# block 1

block_1/clocks.png
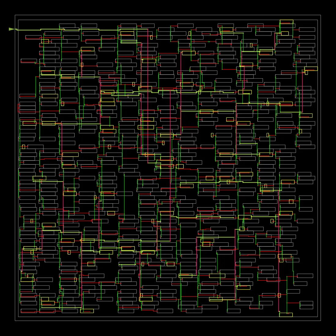

$ cat config.mk
export PLATFORM = sky130hd
export DESIGN_NAME = audio_frame_fifo
export DESIGN_NICKNAME = d
export VERILOG_FILES = /design/src/rtl/audio_pkg.sv /design/src/rtl/sync_fifo.sv /design/src/rtl/audio_frame_fifo.sv
export SDC_FILE = /design/constraint.sdc
export NUM_CORES = 1
export LEC_CHECK = 0
export CAP_MARGIN = 20
export CELL_PAD_IN_SITES_DETAIL_PLACEMENT = 2
export CELL_PAD_IN_SITES_GLOBAL_PLACEMENT = 2
export CORE_MARGIN = 2
export CORE_UTILIZATION = 49
export DETAILED_ROUTE_END_ITERATION = 7
export PLACE_DENSITY_LB_ADDON = 0.3
export SLEW_MARGIN = 25
export SYNTH_ARGS = -nofsm -noshare
export SYNTH_HDL_FRONTEND = slang
export SYNTH_SLANG_ARGS = --single-unit
$ cat constraint.sdc
create_clock -name CLK_18_4 -period 6.5 [get_ports CLK_18_4]
set_clock_uncertainty 0.15 [all_clocks]
set_input_delay 0.65 -clock CLK_18_4 [delete_from_list [all_inputs] [get_ports CLK_18_4]]
set_output_delay 0.65 -clock CLK_18_4 [all_outputs]
set_load 0.02 [all_outputs]
$ cat src/rtl/audio_pkg.sv
// audio_pkg: shared sample/frame widths and the stereo frame packing used by the DAC path.
package audio_pkg;
  localparam int SAMPLE_W = 16;
  localparam int FRAME_W = 32;
  localparam int LEFT_LSB = 16;
  localparam int RIGHT_LSB = 0;
  typedef logic [SAMPLE_W-1:0] sample_t;
  typedef logic [FRAME_W-1:0] frame_t;
  function automatic frame_t pack_frame(sample_t l, sample_t r);
    frame_t f;
    f = '0;
    f[LEFT_LSB +: SAMPLE_W] = l;
    f[RIGHT_LSB +: SAMPLE_W] = r;
    return f;
  endfunction
  function automatic sample_t left_of(frame_t f);
    return f[LEFT_LSB +: SAMPLE_W];
  endfunction
  function automatic sample_t right_of(frame_t f);
    return f[RIGHT_LSB +: SAMPLE_W];
  endfunction
endpackage

$ cat src/rtl/sync_fifo.sv
// sync_fifo: single-clock FIFO with a combinational head read so pop and consume share a cycle.
module sync_fifo #(
  parameter int WIDTH = 32,
  parameter int DEPTH = 16,
  parameter int AW = 4
) (
  input  logic             CLK_18_4,
  input  logic             RST_N,
  input  logic             push,
  input  logic             pop,
  input  logic [WIDTH-1:0] wdata,
  output logic [WIDTH-1:0] rdata,
  output logic             full,
  output logic             empty,
  output logic [AW:0]      level
);
  logic [WIDTH-1:0] mem [DEPTH];
  logic [AW-1:0] wr_ptr, rd_ptr;
  logic do_push, do_pop;
  assign full = level == (AW+1)'(DEPTH);
  assign empty = level == '0;
  assign do_push = push & ~full;
  assign do_pop = pop & ~empty;
  assign rdata = mem[rd_ptr];
  always_ff @(posedge CLK_18_4 or negedge RST_N)
    if (!RST_N) begin
      wr_ptr <= '0;
      rd_ptr <= '0;
      level <= '0;
    end else begin
      if (do_push) wr_ptr <= wr_ptr + 1'b1;
      if (do_pop) rd_ptr <= rd_ptr + 1'b1;
      level <= level + (AW+1)'(do_push) - (AW+1)'(do_pop);
    end
  always_ff @(posedge CLK_18_4)
    if (do_push) mem[wr_ptr] <= wdata;
endmodule

$ cat src/rtl/audio_frame_fifo.sv
// audio_frame_fifo: stereo frame buffer feeding the I2S serializer; outputs change only on the
// AUD_LRCK falling edge, with mute and sticky underrun handling.
module audio_frame_fifo
  import audio_pkg::*;
#(
  parameter int DEPTH = 16,
  parameter int AW = 4,
  parameter bit UNDERRUN_ZERO = 1'b0
) (
  input  logic        CLK_18_4,
  input  logic        RST_N,
  input  logic        in_valid,
  output logic        in_ready,
  input  logic [15:0] in_left,
  input  logic [15:0] in_right,
  input  logic        aud_lrck,
  input  logic        mute,
  input  logic        underrun_clr,
  output logic [15:0] left_sample,
  output logic [15:0] right_sample,
  output logic [AW:0] fifo_level,
  output logic        underrun,
  output logic        frame_tick
);
  frame_t head, nxt;
  logic full, empty, lrck_d, lrck_fall, clr_pend;
  assign lrck_fall = lrck_d & ~aud_lrck;
  assign in_ready = ~full;
  sync_fifo #(.WIDTH(FRAME_W), .DEPTH(DEPTH), .AW(AW)) u_fifo (
    .CLK_18_4 (CLK_18_4),
    .RST_N    (RST_N),
    .push     (in_valid & in_ready),
    .pop      (lrck_fall),
    .wdata    (pack_frame(in_left, in_right)),
    .rdata    (head),
    .full     (full),
    .empty    (empty),
    .level    (fifo_level)
  );
  always_comb
    nxt = (mute || (empty && UNDERRUN_ZERO)) ? '0 : empty ? pack_frame(left_sample, right_sample) : head;
  // a clear request waits for the next boundary; a fresh underrun at that boundary overrides it
  always_ff @(posedge CLK_18_4 or negedge RST_N)
    if (!RST_N) begin
      lrck_d <= 1'b0;
      frame_tick <= 1'b0;
      left_sample <= '0;
      right_sample <= '0;
      underrun <= 1'b0;
      clr_pend <= 1'b0;
    end else begin
      lrck_d <= aud_lrck;
      frame_tick <= lrck_fall;
      clr_pend <= lrck_fall ? 1'b0 : clr_pend | underrun_clr;
      if (lrck_fall) begin
        left_sample <= left_of(nxt);
        right_sample <= right_of(nxt);
        underrun <= empty | (underrun & ~(clr_pend | underrun_clr));
      end
    end
endmodule

# block 2

==> src/rtl/bus_sequencer.sv <==
// bus_sequencer: microcode-style controller for the 16-bit tri-state bus
// datapath (registers A-D, input port, adder on A+B). Accepts one LOAD,
// MOVE or ADD instruction over a start/ready handshake and expands it into
// single-cycle bus transfers with at most one bus driver per cycle.
// Optional feature macro: BUS_SEQ_SETTLE_EN
//   defined   -> adder drives the bus for one SETTLE cycle before write-back
//   undefined -> write-back happens in the first adder-drive cycle
module bus_sequencer #(
    parameter int WIDTH = 16
) (
    input  logic             clock,
    input  logic             reset,
    input  logic             start,
    input  logic [1:0]       op,
    input  logic [1:0]       dst,
    input  logic [1:0]       src1,
    input  logic [1:0]       src2,
    input  logic [WIDTH-1:0] imm,
    output logic             ready,
    output logic             done,
    output logic [WIDTH-1:0] inData,
    output logic             enbIn,
    output logic             enbA,
    output logic             enbB,
    output logic             enbC,
    output logic             enbD,
    output logic             ldA,
    output logic             ldB,
    output logic             ldC,
    output logic             ldD,
    output logic             enbAdd,
    output logic             enbBusA
);

    localparam logic [1:0] OP_NOP  = 2'b00;
    localparam logic [1:0] OP_LOAD = 2'b01;
    localparam logic [1:0] OP_MOVE = 2'b10;
    localparam logic [1:0] OP_ADD  = 2'b11;

    localparam logic [1:0] REG_A = 2'd0;
    localparam logic [1:0] REG_B = 2'd1;

    typedef enum logic [2:0] {
        ST_IDLE   = 3'd0,
        ST_LOAD   = 3'd1,
        ST_MOV    = 3'd2,
        ST_OPA    = 3'd3,
        ST_OPB    = 3'd4,
        ST_SETTLE = 3'd5,
        ST_WB     = 3'd6,
        ST_DONE   = 3'd7
    } state_t;

    state_t           state_reg, state_next;
    logic [1:0]       dst_reg, src1_reg, src2_reg;
    logic [WIDTH-1:0] imm_reg;

    // Register-file bus driver / load selection produced by the decoder
    logic       enb_valid, ld_valid;
    logic [1:0] enb_sel, ld_sel;
    logic [3:0] enb_vec, ld_vec;

    // ADD operand normalisation: p is moved into A, q into B. Swapping when
    // src1 is B or src2 is A avoids moving an operand out of the scratch
    // register it already occupies.
    logic       swap_ops;
    logic [1:0] p_sel, q_sel;

    assign swap_ops = (src1_reg == REG_B) || (src2_reg == REG_A);
    assign p_sel    = swap_ops ? src2_reg : src1_reg;
    assign q_sel    = swap_ops ? src1_reg : src2_reg;

    // State register plus instruction latch; inputs are sampled only at acceptance
    always_ff @(posedge clock) begin
        if (reset) begin
            state_reg <= ST_IDLE;
            dst_reg   <= 2'd0;
            src1_reg  <= 2'd0;
            src2_reg  <= 2'd0;
            imm_reg   <= '0;
        end else begin
            state_reg <= state_next;
            if (state_reg == ST_IDLE && start) begin
                dst_reg  <= dst;
                src1_reg <= src1;
                src2_reg <= src2;
                imm_reg  <= imm;
            end
        end
    end

    // Next-state and Moore output decode from registered state and latched instruction
    always_comb begin
        state_next = state_reg;
        ready      = 1'b0;
        done       = 1'b0;
        enbIn      = 1'b0;
        enbAdd     = 1'b0;
        enbBusA    = 1'b0;
        enb_valid  = 1'b0;
        enb_sel    = 2'd0;
        ld_valid   = 1'b0;
        ld_sel     = 2'd0;
        case (state_reg)
            ST_IDLE: begin
                ready = 1'b1;
                if (start) begin
                    case (op)
                        OP_NOP:  state_next = ST_DONE;
                        OP_LOAD: state_next = ST_LOAD;
                        OP_MOVE: state_next = ST_MOV;
                        OP_ADD:  state_next = ST_OPA;
                        default: state_next = ST_DONE;
                    endcase
                end
            end
            ST_LOAD: begin
                enbIn      = 1'b1;
                ld_valid   = 1'b1;
                ld_sel     = dst_reg;
                state_next = ST_DONE;
            end
            ST_MOV: begin
                // A self-move would be a no-op transfer; keep the bus quiet instead
                if (src1_reg != dst_reg) begin
                    enb_valid = 1'b1;
                    enb_sel   = src1_reg;
                    ld_valid  = 1'b1;
                    ld_sel    = dst_reg;
                end
                state_next = ST_DONE;
            end
            ST_OPA: begin
                if (p_sel != REG_A) begin
                    enb_valid = 1'b1;
                    enb_sel   = p_sel;
                    ld_valid  = 1'b1;
                    ld_sel    = REG_A;
                end
                state_next = ST_OPB;
            end
            ST_OPB: begin
                if (q_sel != REG_B) begin
                    enb_valid = 1'b1;
                    enb_sel   = q_sel;
                    ld_valid  = 1'b1;
                    ld_sel    = REG_B;
                end
`ifdef BUS_SEQ_SETTLE_EN
                state_next = ST_SETTLE;
`else
                state_next = ST_WB;
`endif
            end
            ST_SETTLE: begin
                // Unreachable unless the settle cycle is configured in
                enbAdd     = 1'b1;
                enbBusA    = 1'b1;
                state_next = ST_WB;
            end
            ST_WB: begin
                enbAdd     = 1'b1;
                enbBusA    = 1'b1;
                ld_valid   = 1'b1;
                ld_sel     = dst_reg;
                state_next = ST_DONE;
            end
            ST_DONE: begin
                done       = 1'b1;
                state_next = ST_IDLE;
            end
            default: state_next = ST_IDLE;
        endcase
    end

    // One-hot expansion of the driver/load selections; a single select
    // guarantees at most one register drives the bus
    genvar gi;
    generate
        for (gi = 0; gi < 4; gi++) begin : g_reg_strobes
            assign enb_vec[gi] = enb_valid && (enb_sel == 2'(gi));
            assign ld_vec[gi]  = ld_valid  && (ld_sel  == 2'(gi));
        end
    endgenerate

    assign enbA   = enb_vec[0];
    assign enbB   = enb_vec[1];
    assign enbC   = enb_vec[2];
    assign enbD   = enb_vec[3];
    assign ldA    = ld_vec[0];
    assign ldB    = ld_vec[1];
    assign ldC    = ld_vec[2];
    assign ldD    = ld_vec[3];
    assign inData = imm_reg;

endmodule

==> config.mk <==
export PLATFORM = sky130hd
export DESIGN_NAME = bus_sequencer
export DESIGN_NICKNAME = d
export VERILOG_FILES = /design/src/rtl/bus_sequencer.sv
export SDC_FILE = /design/constraint.sdc
export NUM_CORES = 1
export LEC_CHECK = 0
export CORE_ASPECT_RATIO = 1.4
export CORE_MARGIN = 4
export CORE_UTILIZATION = 30
export CTS_CLUSTER_SIZE = 28
export DETAILED_ROUTE_END_ITERATION = 8
export PLACE_DENSITY = 0.62
export SETUP_SLACK_MARGIN = 0.4
export SYNTH_ARGS = -nofsm -noshare
export SYNTH_HDL_FRONTEND = slang
export SYNTH_SLANG_ARGS = --single-unit
==> constraint.sdc <==
create_clock -name clock -period 1.94 [get_ports clock]
set_input_delay 0.194 -clock clock [delete_from_list [all_inputs] [get_ports clock]]
set_output_delay 0.194 -clock clock [all_outputs]
set_load 0.005 [all_outputs]

## Gallery

The metal 3 layer.
picture 1
Bar = 50 um.
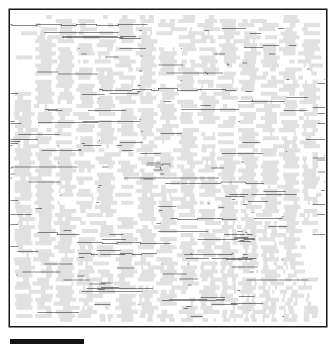
picture 2
Bar = 20 um.
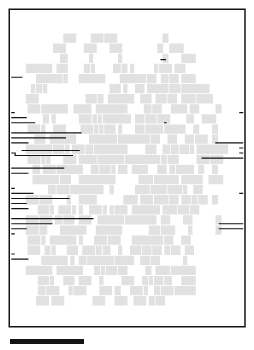
picture 2 -> block 2
picture 1 -> block 1
The one with the largest die is picture 1.

block_1/layer_met1.png
Supply wires on this layer in grey.
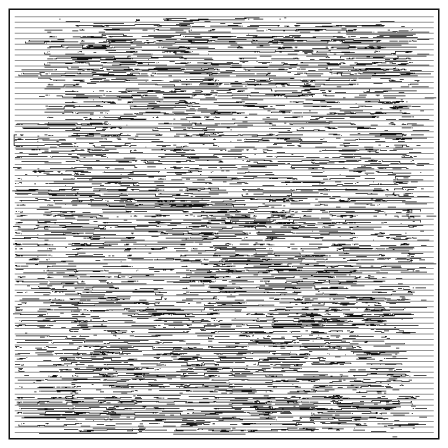
The layer holds 41% of the routed length. 1060 nets have wire on it.
Routed WL: 58290 um
M1 GR Usage: 0.3630
vias: 10290

Notes on block_1/clocks.png above:
Clock Sinks: 561
TritonCTS buffer count: 57
clk latency of the worst-skew pair: 0.62 ns
Clock Power: 3.42 mW
flop count: 561

==> deck_impl_summary.md, block 1 <==
Implementation Results

STA
  • Measured slew at the worst slew-check pin: approximately 1.1 ns
  • Hold Vio Cnt, Final: 0

Power and ir drop
  • Total power: ~11 mW
  • Cell Pwr Density: around 450 mW/mm2
  • Peak supply drop: 0.2911 mV
  • Clk pwr share: 0.308

Finish
  • Finished layout cell area: ~0.025 mm2
  • Leading cell kind: sequential cells
  • MI comb cells: roughly 320
  • Commonest Layout Cell: edfxtp_1
  • Largest Register: u_fifo.mem
  • Count of non-CTS inverters in the layout: 14

Logic synthesis
  • Synth area leader: edfxtp_1
  • Area reported by Yosys stat: roughly 0.021 mm2
  • Syn Std Cell Area: 0.02137 mm2

CTS
  • CTS clock-pin slew for the worst setup and hold paths: ~0.070 ns
  • Setup bufs post-CTS: 0

Outcome
  • Outcome: completed

Setup path
  • Most used cell, CP: ha_1
  • Crit path DRT: 6.87 ns
  • Reg2reg path depth: 12

Route
  • Wl on met1: ~24000 um

Global route
  • Gr usage total: 0.2690
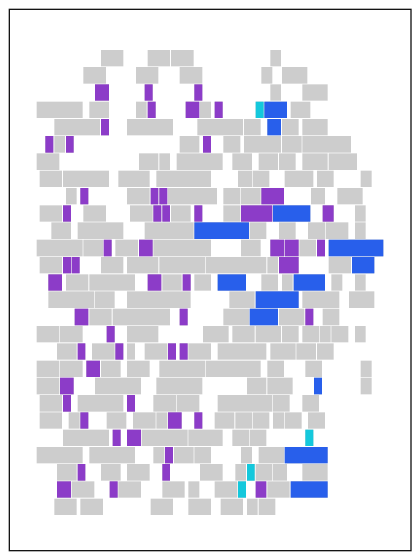
block_2/logic_types.png
Key: purple = nand cells [cells 54, most used nand2_1]; cyan = inv cells [cells 4, most used inv_1]; blue = nor cells [cells 13]
Commonest Layout Cell: clkdlybuf4s50_1
logic share of the area: 0.3778
Finished Layout Cells: 299

==> deck_impl_summary.md, block 2 <==
Implementation Results

Hold path
  • Min-Delay Path Class: reg -> reg

Global route
  • Grt met3 use: 0.03576
  • Met2 GRT Util: 0.2901
  • Largest net degree at the start of global routing: 23

Setup path
  • Buf+Inv Stages, Crit Path: 1
  • Reg2reg path depth: 8
  • Critical Path AT: between 1.5 and 2 ns
  • Reg2Reg Launch Point: state_reg[1]

Outcome
  • Outcome: finished with violations
  • Failing checks: setup timing

Floorplan
  • # IOs: 56

CTS
  • Htree depth: 1

Route
  • Met3 WL post-DR: 209 um
  • Pre-antenna DRT Iters: 4

STA
  • Final worst slack: -0.09045 ns
  • Endpoints failing setup: 4

Finish
  • CLK BUF: 4
  • Max reg flops: 16

Logic synthesis
  • Register bit count reported by yosys: 25

Power and ir drop
  • Peak supply drop: approximately 0.5 mV

Placed design
  • DP Area: just over 0.002 mm2

# block 3

block_3/layer_met3.png
Bar = 20 um.
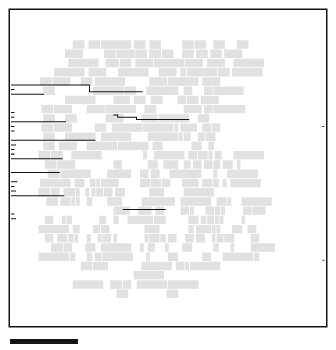

## config.mk

```make
export PLATFORM = sky130hd
export DESIGN_NAME = pattern_sync_gen
export DESIGN_NICKNAME = d
export VERILOG_FILES = /design/src/rtl/pattern_sync_gen.sv
export SDC_FILE = /design/constraint.sdc
export NUM_CORES = 1
export LEC_CHECK = 0
export CORE_MARGIN = 8
export CORE_UTILIZATION = 34
export CTS_CLUSTER_DIAMETER = 200
export CTS_CLUSTER_SIZE = 10
export DETAILED_ROUTE_END_ITERATION = 10
export PLACE_DENSITY = 0.61
export SLEW_MARGIN = 30
export SYNTH_ARGS = -nofsm -noshare
export SYNTH_HDL_FRONTEND = slang
export SYNTH_SLANG_ARGS = --single-unit
```

## constraint.sdc

```tcl
create_clock -name clk -period 2 [get_ports clk]
set_input_delay 0.4 -clock clk [delete_from_list [all_inputs] [get_ports clk]]
set_output_delay 0.4 -clock clk [all_outputs]
set_load 0.05 [all_outputs]
```

## src/rtl/pattern_sync_gen.sv

```systemverilog
// Frame/line timing generator feeding the pattern generator.
// Emits f_sync/sync line pacing pulses and holds the pattern configuration
// in shadow registers that reload only when a frame is launched.
module pattern_sync_gen #(
    parameter int LINE_PERIOD     = 1300,
    parameter int LONG_PERIOD     = 4100,
    parameter int LINES_PER_FRAME = 25
) (
    input  logic        clk,
    input  logic        rst_n,
    input  logic        start,
    input  logic        cont,
    input  logic        abort,
    input  logic [2:0]  mode_in,
    input  logic [11:0] const_in,
    input  logic [1:0]  x_in,
    input  logic [1:0]  y_in,
    output logic        f_sync,
    output logic        sync,
    output logic [2:0]  Mode,
    output logic [11:0] constVal,
    output logic [1:0]  X,
    output logic [1:0]  Y,
    output logic [4:0]  line_idx,
    output logic        busy,
    output logic        frame_done
);

    localparam logic [0:0]  S_IDLE       = 1'b0;
    localparam logic [0:0]  S_RUN        = 1'b1;
    localparam logic [2:0]  MODE_REGULAR = 3'b001;
    localparam logic [12:0] LINE_LAST    = 13'(LINE_PERIOD - 1);
    localparam logic [12:0] LONG_LAST    = 13'(LONG_PERIOD - 1);
    localparam logic [4:0]  LAST_LINE    = 5'(LINES_PER_FRAME - 1);

    logic [0:0]  state;
    logic [12:0] pix_cnt;
    logic [4:0]  line_cnt;
    logic [12:0] pix_last;
    logic [12:0] pix_prelast;

    // Line period follows the latched mode only, never the requested one
    always_comb begin
        pix_last    = (Mode == MODE_REGULAR) ? LONG_LAST : LINE_LAST;
        pix_prelast = pix_last - 13'd1;
    end

    // frame_done is raised one edge early so it occupies the final cycle of
    // the frame; the back-to-back relaunch then lands on the very next cycle.
    always_ff @(posedge clk or negedge rst_n) begin
        if (!rst_n) begin
            state      <= S_IDLE;
            pix_cnt    <= '0;
            line_cnt   <= '0;
            f_sync     <= 1'b0;
            sync       <= 1'b0;
            frame_done <= 1'b0;
            Mode       <= '0;
            constVal   <= '0;
            X          <= '0;
            Y          <= '0;
        end else if (abort) begin
            state      <= S_IDLE;
            pix_cnt    <= '0;
            line_cnt   <= '0;
            f_sync     <= 1'b0;
            sync       <= 1'b0;
            frame_done <= 1'b0;
        end else begin
            f_sync     <= 1'b0;
            sync       <= 1'b0;
            frame_done <= 1'b0;
            case (state)
                S_IDLE: begin
                    pix_cnt  <= '0;
                    line_cnt <= '0;
                    if (start) begin
                        Mode     <= mode_in;
                        constVal <= const_in;
                        X        <= x_in;
                        Y        <= y_in;
                        f_sync   <= 1'b1;
                        sync     <= 1'b1;
                        state    <= S_RUN;
                    end
                end
                default: begin
                    if (pix_cnt < pix_last) begin
                        pix_cnt <= pix_cnt + 13'd1;
                        if ((pix_cnt == pix_prelast) && (line_cnt == LAST_LINE))
                            frame_done <= 1'b1;
                    end else if (line_cnt < LAST_LINE) begin
                        pix_cnt  <= '0;
                        line_cnt <= line_cnt + 5'd1;
                        sync     <= 1'b1;
                    end else begin
                        pix_cnt  <= '0;
                        line_cnt <= '0;
                        if (cont) begin
                            Mode     <= mode_in;
                            constVal <= const_in;
                            X        <= x_in;
                            Y        <= y_in;
                            f_sync   <= 1'b1;
                            sync     <= 1'b1;
                        end else begin
                            state <= S_IDLE;
                        end
                    end
                end
            endcase
        end
    end

    assign line_idx = line_cnt;
    assign busy     = (state == S_RUN);

endmodule

```

# block 4

--- src/rtl/dds_pkg.sv ---
// Shared types and helpers for the DDS frequency measurement path.
package dds_pkg;

    typedef enum logic [1:0] {
        IDLE,
        ARM,
        MEASURE
    } meas_state_t;

    typedef enum logic [1:0] {
        UNK,
        LO,
        HI
    } lvl_t;

    function automatic int unsigned dds_mid(input int unsigned width);
        return 32'd1 << (width - 1);
    endfunction

endpackage

--- src/rtl/schmitt_detect.sv ---
// Three-state level tracker with hysteresis around midscale; flags LO->HI
// transitions on the sample that causes them.
module schmitt_detect
    import dds_pkg::*;
#(
    parameter int SAMPLE_W = 8,
    parameter int HYST     = 8
) (
    input  logic                clk,
    input  logic                rst,
    input  logic                clr,
    input  logic                in_valid,
    input  logic [SAMPLE_W-1:0] in_sample,
    output logic                rise,
    output lvl_t                lvl
);

    localparam int MID = int'(dds_mid(SAMPLE_W));
    // One extra bit so MID+HYST cannot wrap for wide hysteresis settings.
    localparam logic [SAMPLE_W:0] HI_TH = (SAMPLE_W + 1)'(MID + HYST);
    localparam logic [SAMPLE_W:0] LO_TH = (SAMPLE_W + 1)'(MID - HYST);

    lvl_t lvl_q;
    lvl_t lvl_d;
    logic is_hi;
    logic is_lo;

    assign is_hi = ({1'b0, in_sample} >= HI_TH);
    assign is_lo = ({1'b0, in_sample} <= LO_TH);

    assign rise = in_valid && (lvl_q == LO) && is_hi;
    assign lvl  = lvl_q;

    always_comb begin
        lvl_d = lvl_q;
        if (clr) begin
            lvl_d = UNK;
        end else if (in_valid) begin
            if (is_hi) begin
                lvl_d = HI;
            end else if (is_lo) begin
                lvl_d = LO;
            end
        end
    end

    always_ff @(posedge clk) begin
        if (rst) begin
            lvl_q <= UNK;
        end else begin
            lvl_q <= lvl_d;
        end
    end

endmodule

--- src/rtl/dds_freq_meter.sv ---
// Counts valid samples spanning 2**PERIODS_LOG2 rising midscale crossings
// and publishes the total; windows run back to back once armed.
module dds_freq_meter
    import dds_pkg::*;
#(
    parameter int SAMPLE_W     = 8,
    parameter int HYST         = 8,
    parameter int PERIODS_LOG2 = 4,
    parameter int CNT_W        = 24
) (
    input  logic                clk,
    input  logic                rst,
    input  logic                en,
    input  logic                in_valid,
    input  logic [SAMPLE_W-1:0] in_sample,
    output logic [CNT_W-1:0]    period_sum,
    output logic                meas_valid,
    output logic                locked,
    output logic                timeout
);

    localparam logic [CNT_W-1:0]        CNT_MAX    = '1;
    localparam logic [PERIODS_LOG2-1:0] TALLY_LAST = '1;

    meas_state_t             state_q, state_d;
    logic [CNT_W-1:0]        cnt_q, cnt_d;
    logic [PERIODS_LOG2-1:0] tally_q, tally_d;
    logic [CNT_W-1:0]        psum_q, psum_d;
    logic                    meas_q, meas_d;
    logic                    locked_q, locked_d;
    logic                    timeout_q, timeout_d;

    logic rise;
    lvl_t trk_lvl_unused;

    // Dropping en forces the tracker back to UNK so a re-arm needs a fresh LO.
    schmitt_detect #(
        .SAMPLE_W (SAMPLE_W),
        .HYST     (HYST)
    ) u_schmitt (
        .clk       (clk),
        .rst       (rst),
        .clr       (~en),
        .in_valid  (in_valid),
        .in_sample (in_sample),
        .rise      (rise),
        .lvl       (trk_lvl_unused)
    );

    always_comb begin
        state_d   = state_q;
        cnt_d     = cnt_q;
        tally_d   = tally_q;
        psum_d    = psum_q;
        meas_d    = 1'b0;
        timeout_d = 1'b0;
        locked_d  = locked_q;

        if (!en) begin
            state_d  = IDLE;
            cnt_d    = '0;
            tally_d  = '0;
            locked_d = 1'b0;
        end else begin
            case (state_q)
                IDLE: begin
                    cnt_d   = '0;
                    tally_d = '0;
                    state_d = ARM;
                end
                ARM: begin
                    if (rise) begin
                        cnt_d   = '0;
                        tally_d = '0;
                        state_d = MEASURE;
                    end
                end
                MEASURE: begin
                    if (in_valid) begin
                        // A crossing outranks saturation on the same sample.
                        if (rise) begin
                            if (tally_q == TALLY_LAST) begin
                                psum_d   = cnt_q + 1'b1;
                                meas_d   = 1'b1;
                                locked_d = 1'b1;
                                cnt_d    = '0;
                                tally_d  = '0;
                            end else begin
                                tally_d = tally_q + 1'b1;
                                cnt_d   = cnt_q + 1'b1;
                            end
                        end else if (cnt_q == CNT_MAX) begin
                            timeout_d = 1'b1;
                            locked_d  = 1'b0;
                            state_d   = ARM;
                        end else begin
                            cnt_d = cnt_q + 1'b1;
                        end
                    end
                end
                default: begin
                    state_d = IDLE;
                end
            endcase
        end
    end

    always_ff @(posedge clk) begin
        if (rst) begin
            state_q   <= IDLE;
            cnt_q     <= '0;
            tally_q   <= '0;
            psum_q    <= '0;
            meas_q    <= 1'b0;
            locked_q  <= 1'b0;
            timeout_q <= 1'b0;
        end else begin
            state_q   <= state_d;
            cnt_q     <= cnt_d;
            tally_q   <= tally_d;
            psum_q    <= psum_d;
            meas_q    <= meas_d;
            locked_q  <= locked_d;
            timeout_q <= timeout_d;
        end
    end

    assign period_sum = psum_q;
    assign meas_valid = meas_q;
    assign locked     = locked_q;
    assign timeout    = timeout_q;

endmodule

--- config.mk ---
export PLATFORM = sky130hd
export DESIGN_NAME = dds_freq_meter
export DESIGN_NICKNAME = d
export VERILOG_FILES = /design/src/rtl/dds_pkg.sv /design/src/rtl/schmitt_detect.sv /design/src/rtl/dds_freq_meter.sv
export SDC_FILE = /design/constraint.sdc
export NUM_CORES = 1
export LEC_CHECK = 0
export CAP_MARGIN = 20
export CELL_PAD_IN_SITES_DETAIL_PLACEMENT = 1
export CELL_PAD_IN_SITES_GLOBAL_PLACEMENT = 1
export CORE_MARGIN = 3
export CORE_UTILIZATION = 38
export CTS_CLUSTER_SIZE = 40
export DETAILED_ROUTE_END_ITERATION = 10
export GPL_TIMING_DRIVEN = 0
export PLACE_DENSITY_LB_ADDON = 0.1
export SYNTH_ARGS = -nofsm -noshare
export SYNTH_HDL_FRONTEND = slang
export SYNTH_HIERARCHICAL = 1
export SYNTH_SLANG_ARGS = --single-unit
--- constraint.sdc ---
create_clock -name clk -period 2.45 [get_ports clk]
set_input_delay 0.49 -clock clk [delete_from_list [all_inputs] [get_ports clk]]
set_output_delay 0.49 -clock clk [all_outputs]
set_load 0.01 [all_outputs]
block_3/layer_met2.png
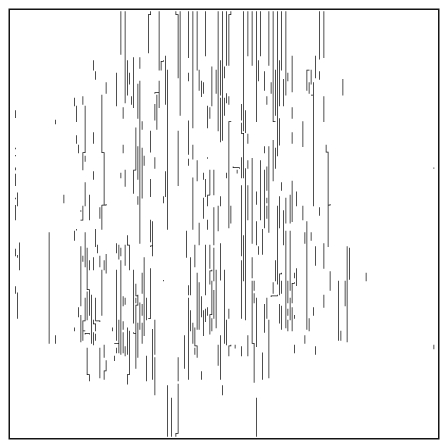
The layer carries 2250 um of wire. The longest straight run is 35.4 um. The layer holds 48% of the routed length.
met2 GRT Util: 0.1799
Routed WL: 4666 um
vias: 1504

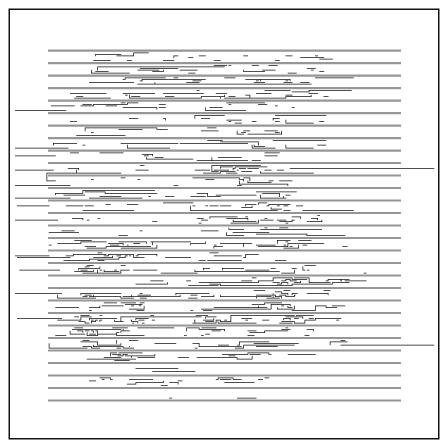
block_3/layer_met1.png
Supply wires on this layer in grey.
The layer holds 48% of the routed length. The layer carries 2240 um of wire. The wires run mostly horizontal. 251 nets have wire on it. The longest straight run is 37.7 um.
M1 GR Usage: 0.1360

About block_3/layer_met3.png:
23 nets have wire on it. The layer carries 182 um of wire. The layer holds 3.9% of the routed length. The wires run mostly horizontal. The longest straight run is 24.6 um.
grt met3 use: 0.02885

==> deck_impl_summary.md, block 3 <==
Implementation Results

Finish
  • Largest Register: pix_cnt
  • Logic share of the area: 0.3349

Global route
  • Initial antenna violation count: 0
  • Largest net degree at the start of global routing: roughly 42

Setup path
  • Reg2reg path depth: 10
  • CP Max Fanout: 5

Route
  • Max Used Layer: met3

Hold path
  • Min-Delay Path Class: in -> async

Outcome
  • Outcome: finished with violations
  • Failing checks: setup timing

STA
  • Relative slew slack: 0.6483
  • Endpoints failing setup: 36
  • Final worst slack: -0.2116 ns
  • Max Slew Vio Count: 0

CTS
  • Clk latency of the worst-skew pair: around 0.29 ns
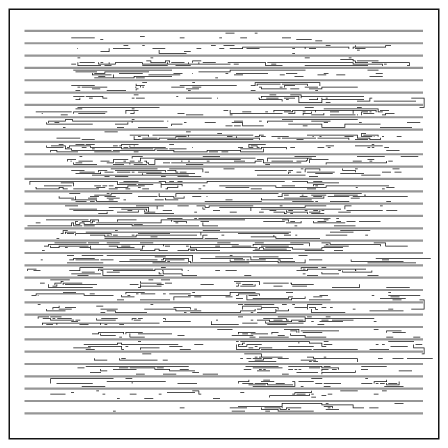
block_4/layer_met1.png
Supply wires on this layer in grey.
The layer holds 47% of the routed length. The longest straight run is 45.1 um.
vias: 2727
Routed WL: 8453 um
M1 GR Usage: 0.2525

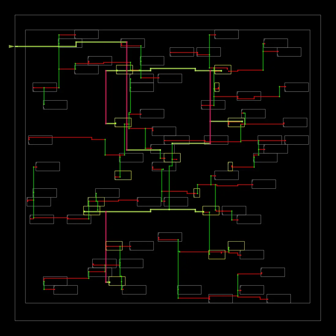
block_4/clocks.png
Clock Sinks: 59
TritonCTS buffer count: 9

==> deck_impl_summary.md, block 4 <==
Implementation Results

Setup path
  • Number of cells on the critical path: 9
  • Worst setup SP type: input port
  • CP Cell Sequence: clkdlybuf4s50_1 > nand2_1 > nor4b_4 > buf_4 > nor2b_1 > o21ai_0 > a21oi_4 > buf_6 > a221o_1
  • Worst Setup SP: in_sample[7]

Global route
  • Gr usage total: 0.1985
  • Vias in the first global route: roughly 2700

Route
  • WL/cell: around 17 um
  • Wl on met1: between 3000 and 4000 um

Power and ir drop
  • Sw frac: 0.2272
  • P_seq: 0.964 mW

CTS
  • CTS resizes: 13

Finish
  • Non-clock buffer count: just under 70
  • Register Area: around 0.0012 mm2

Outcome
  • Outcome: completed

Logic synthesis
  • Syn Std Cell Area: between 0.002 and 0.003 mm2


==> notes/layouts.md <==
Pictures saved along the way, in no particular order.

M2 wires.
(a)
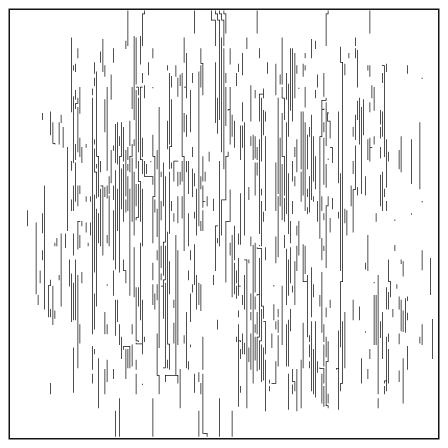
(b)
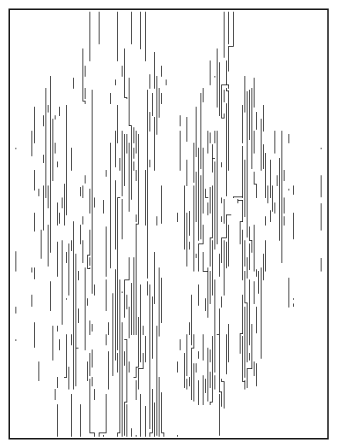
(c)
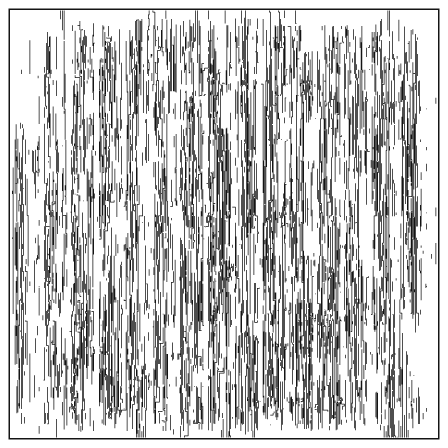
| from | picture |
|---|---|
| block 4 | (a) |
| block 1 | (c) |
| block 2 | (b) |

Power figures rest on the tool's default switching activity, not on a simulated workload.
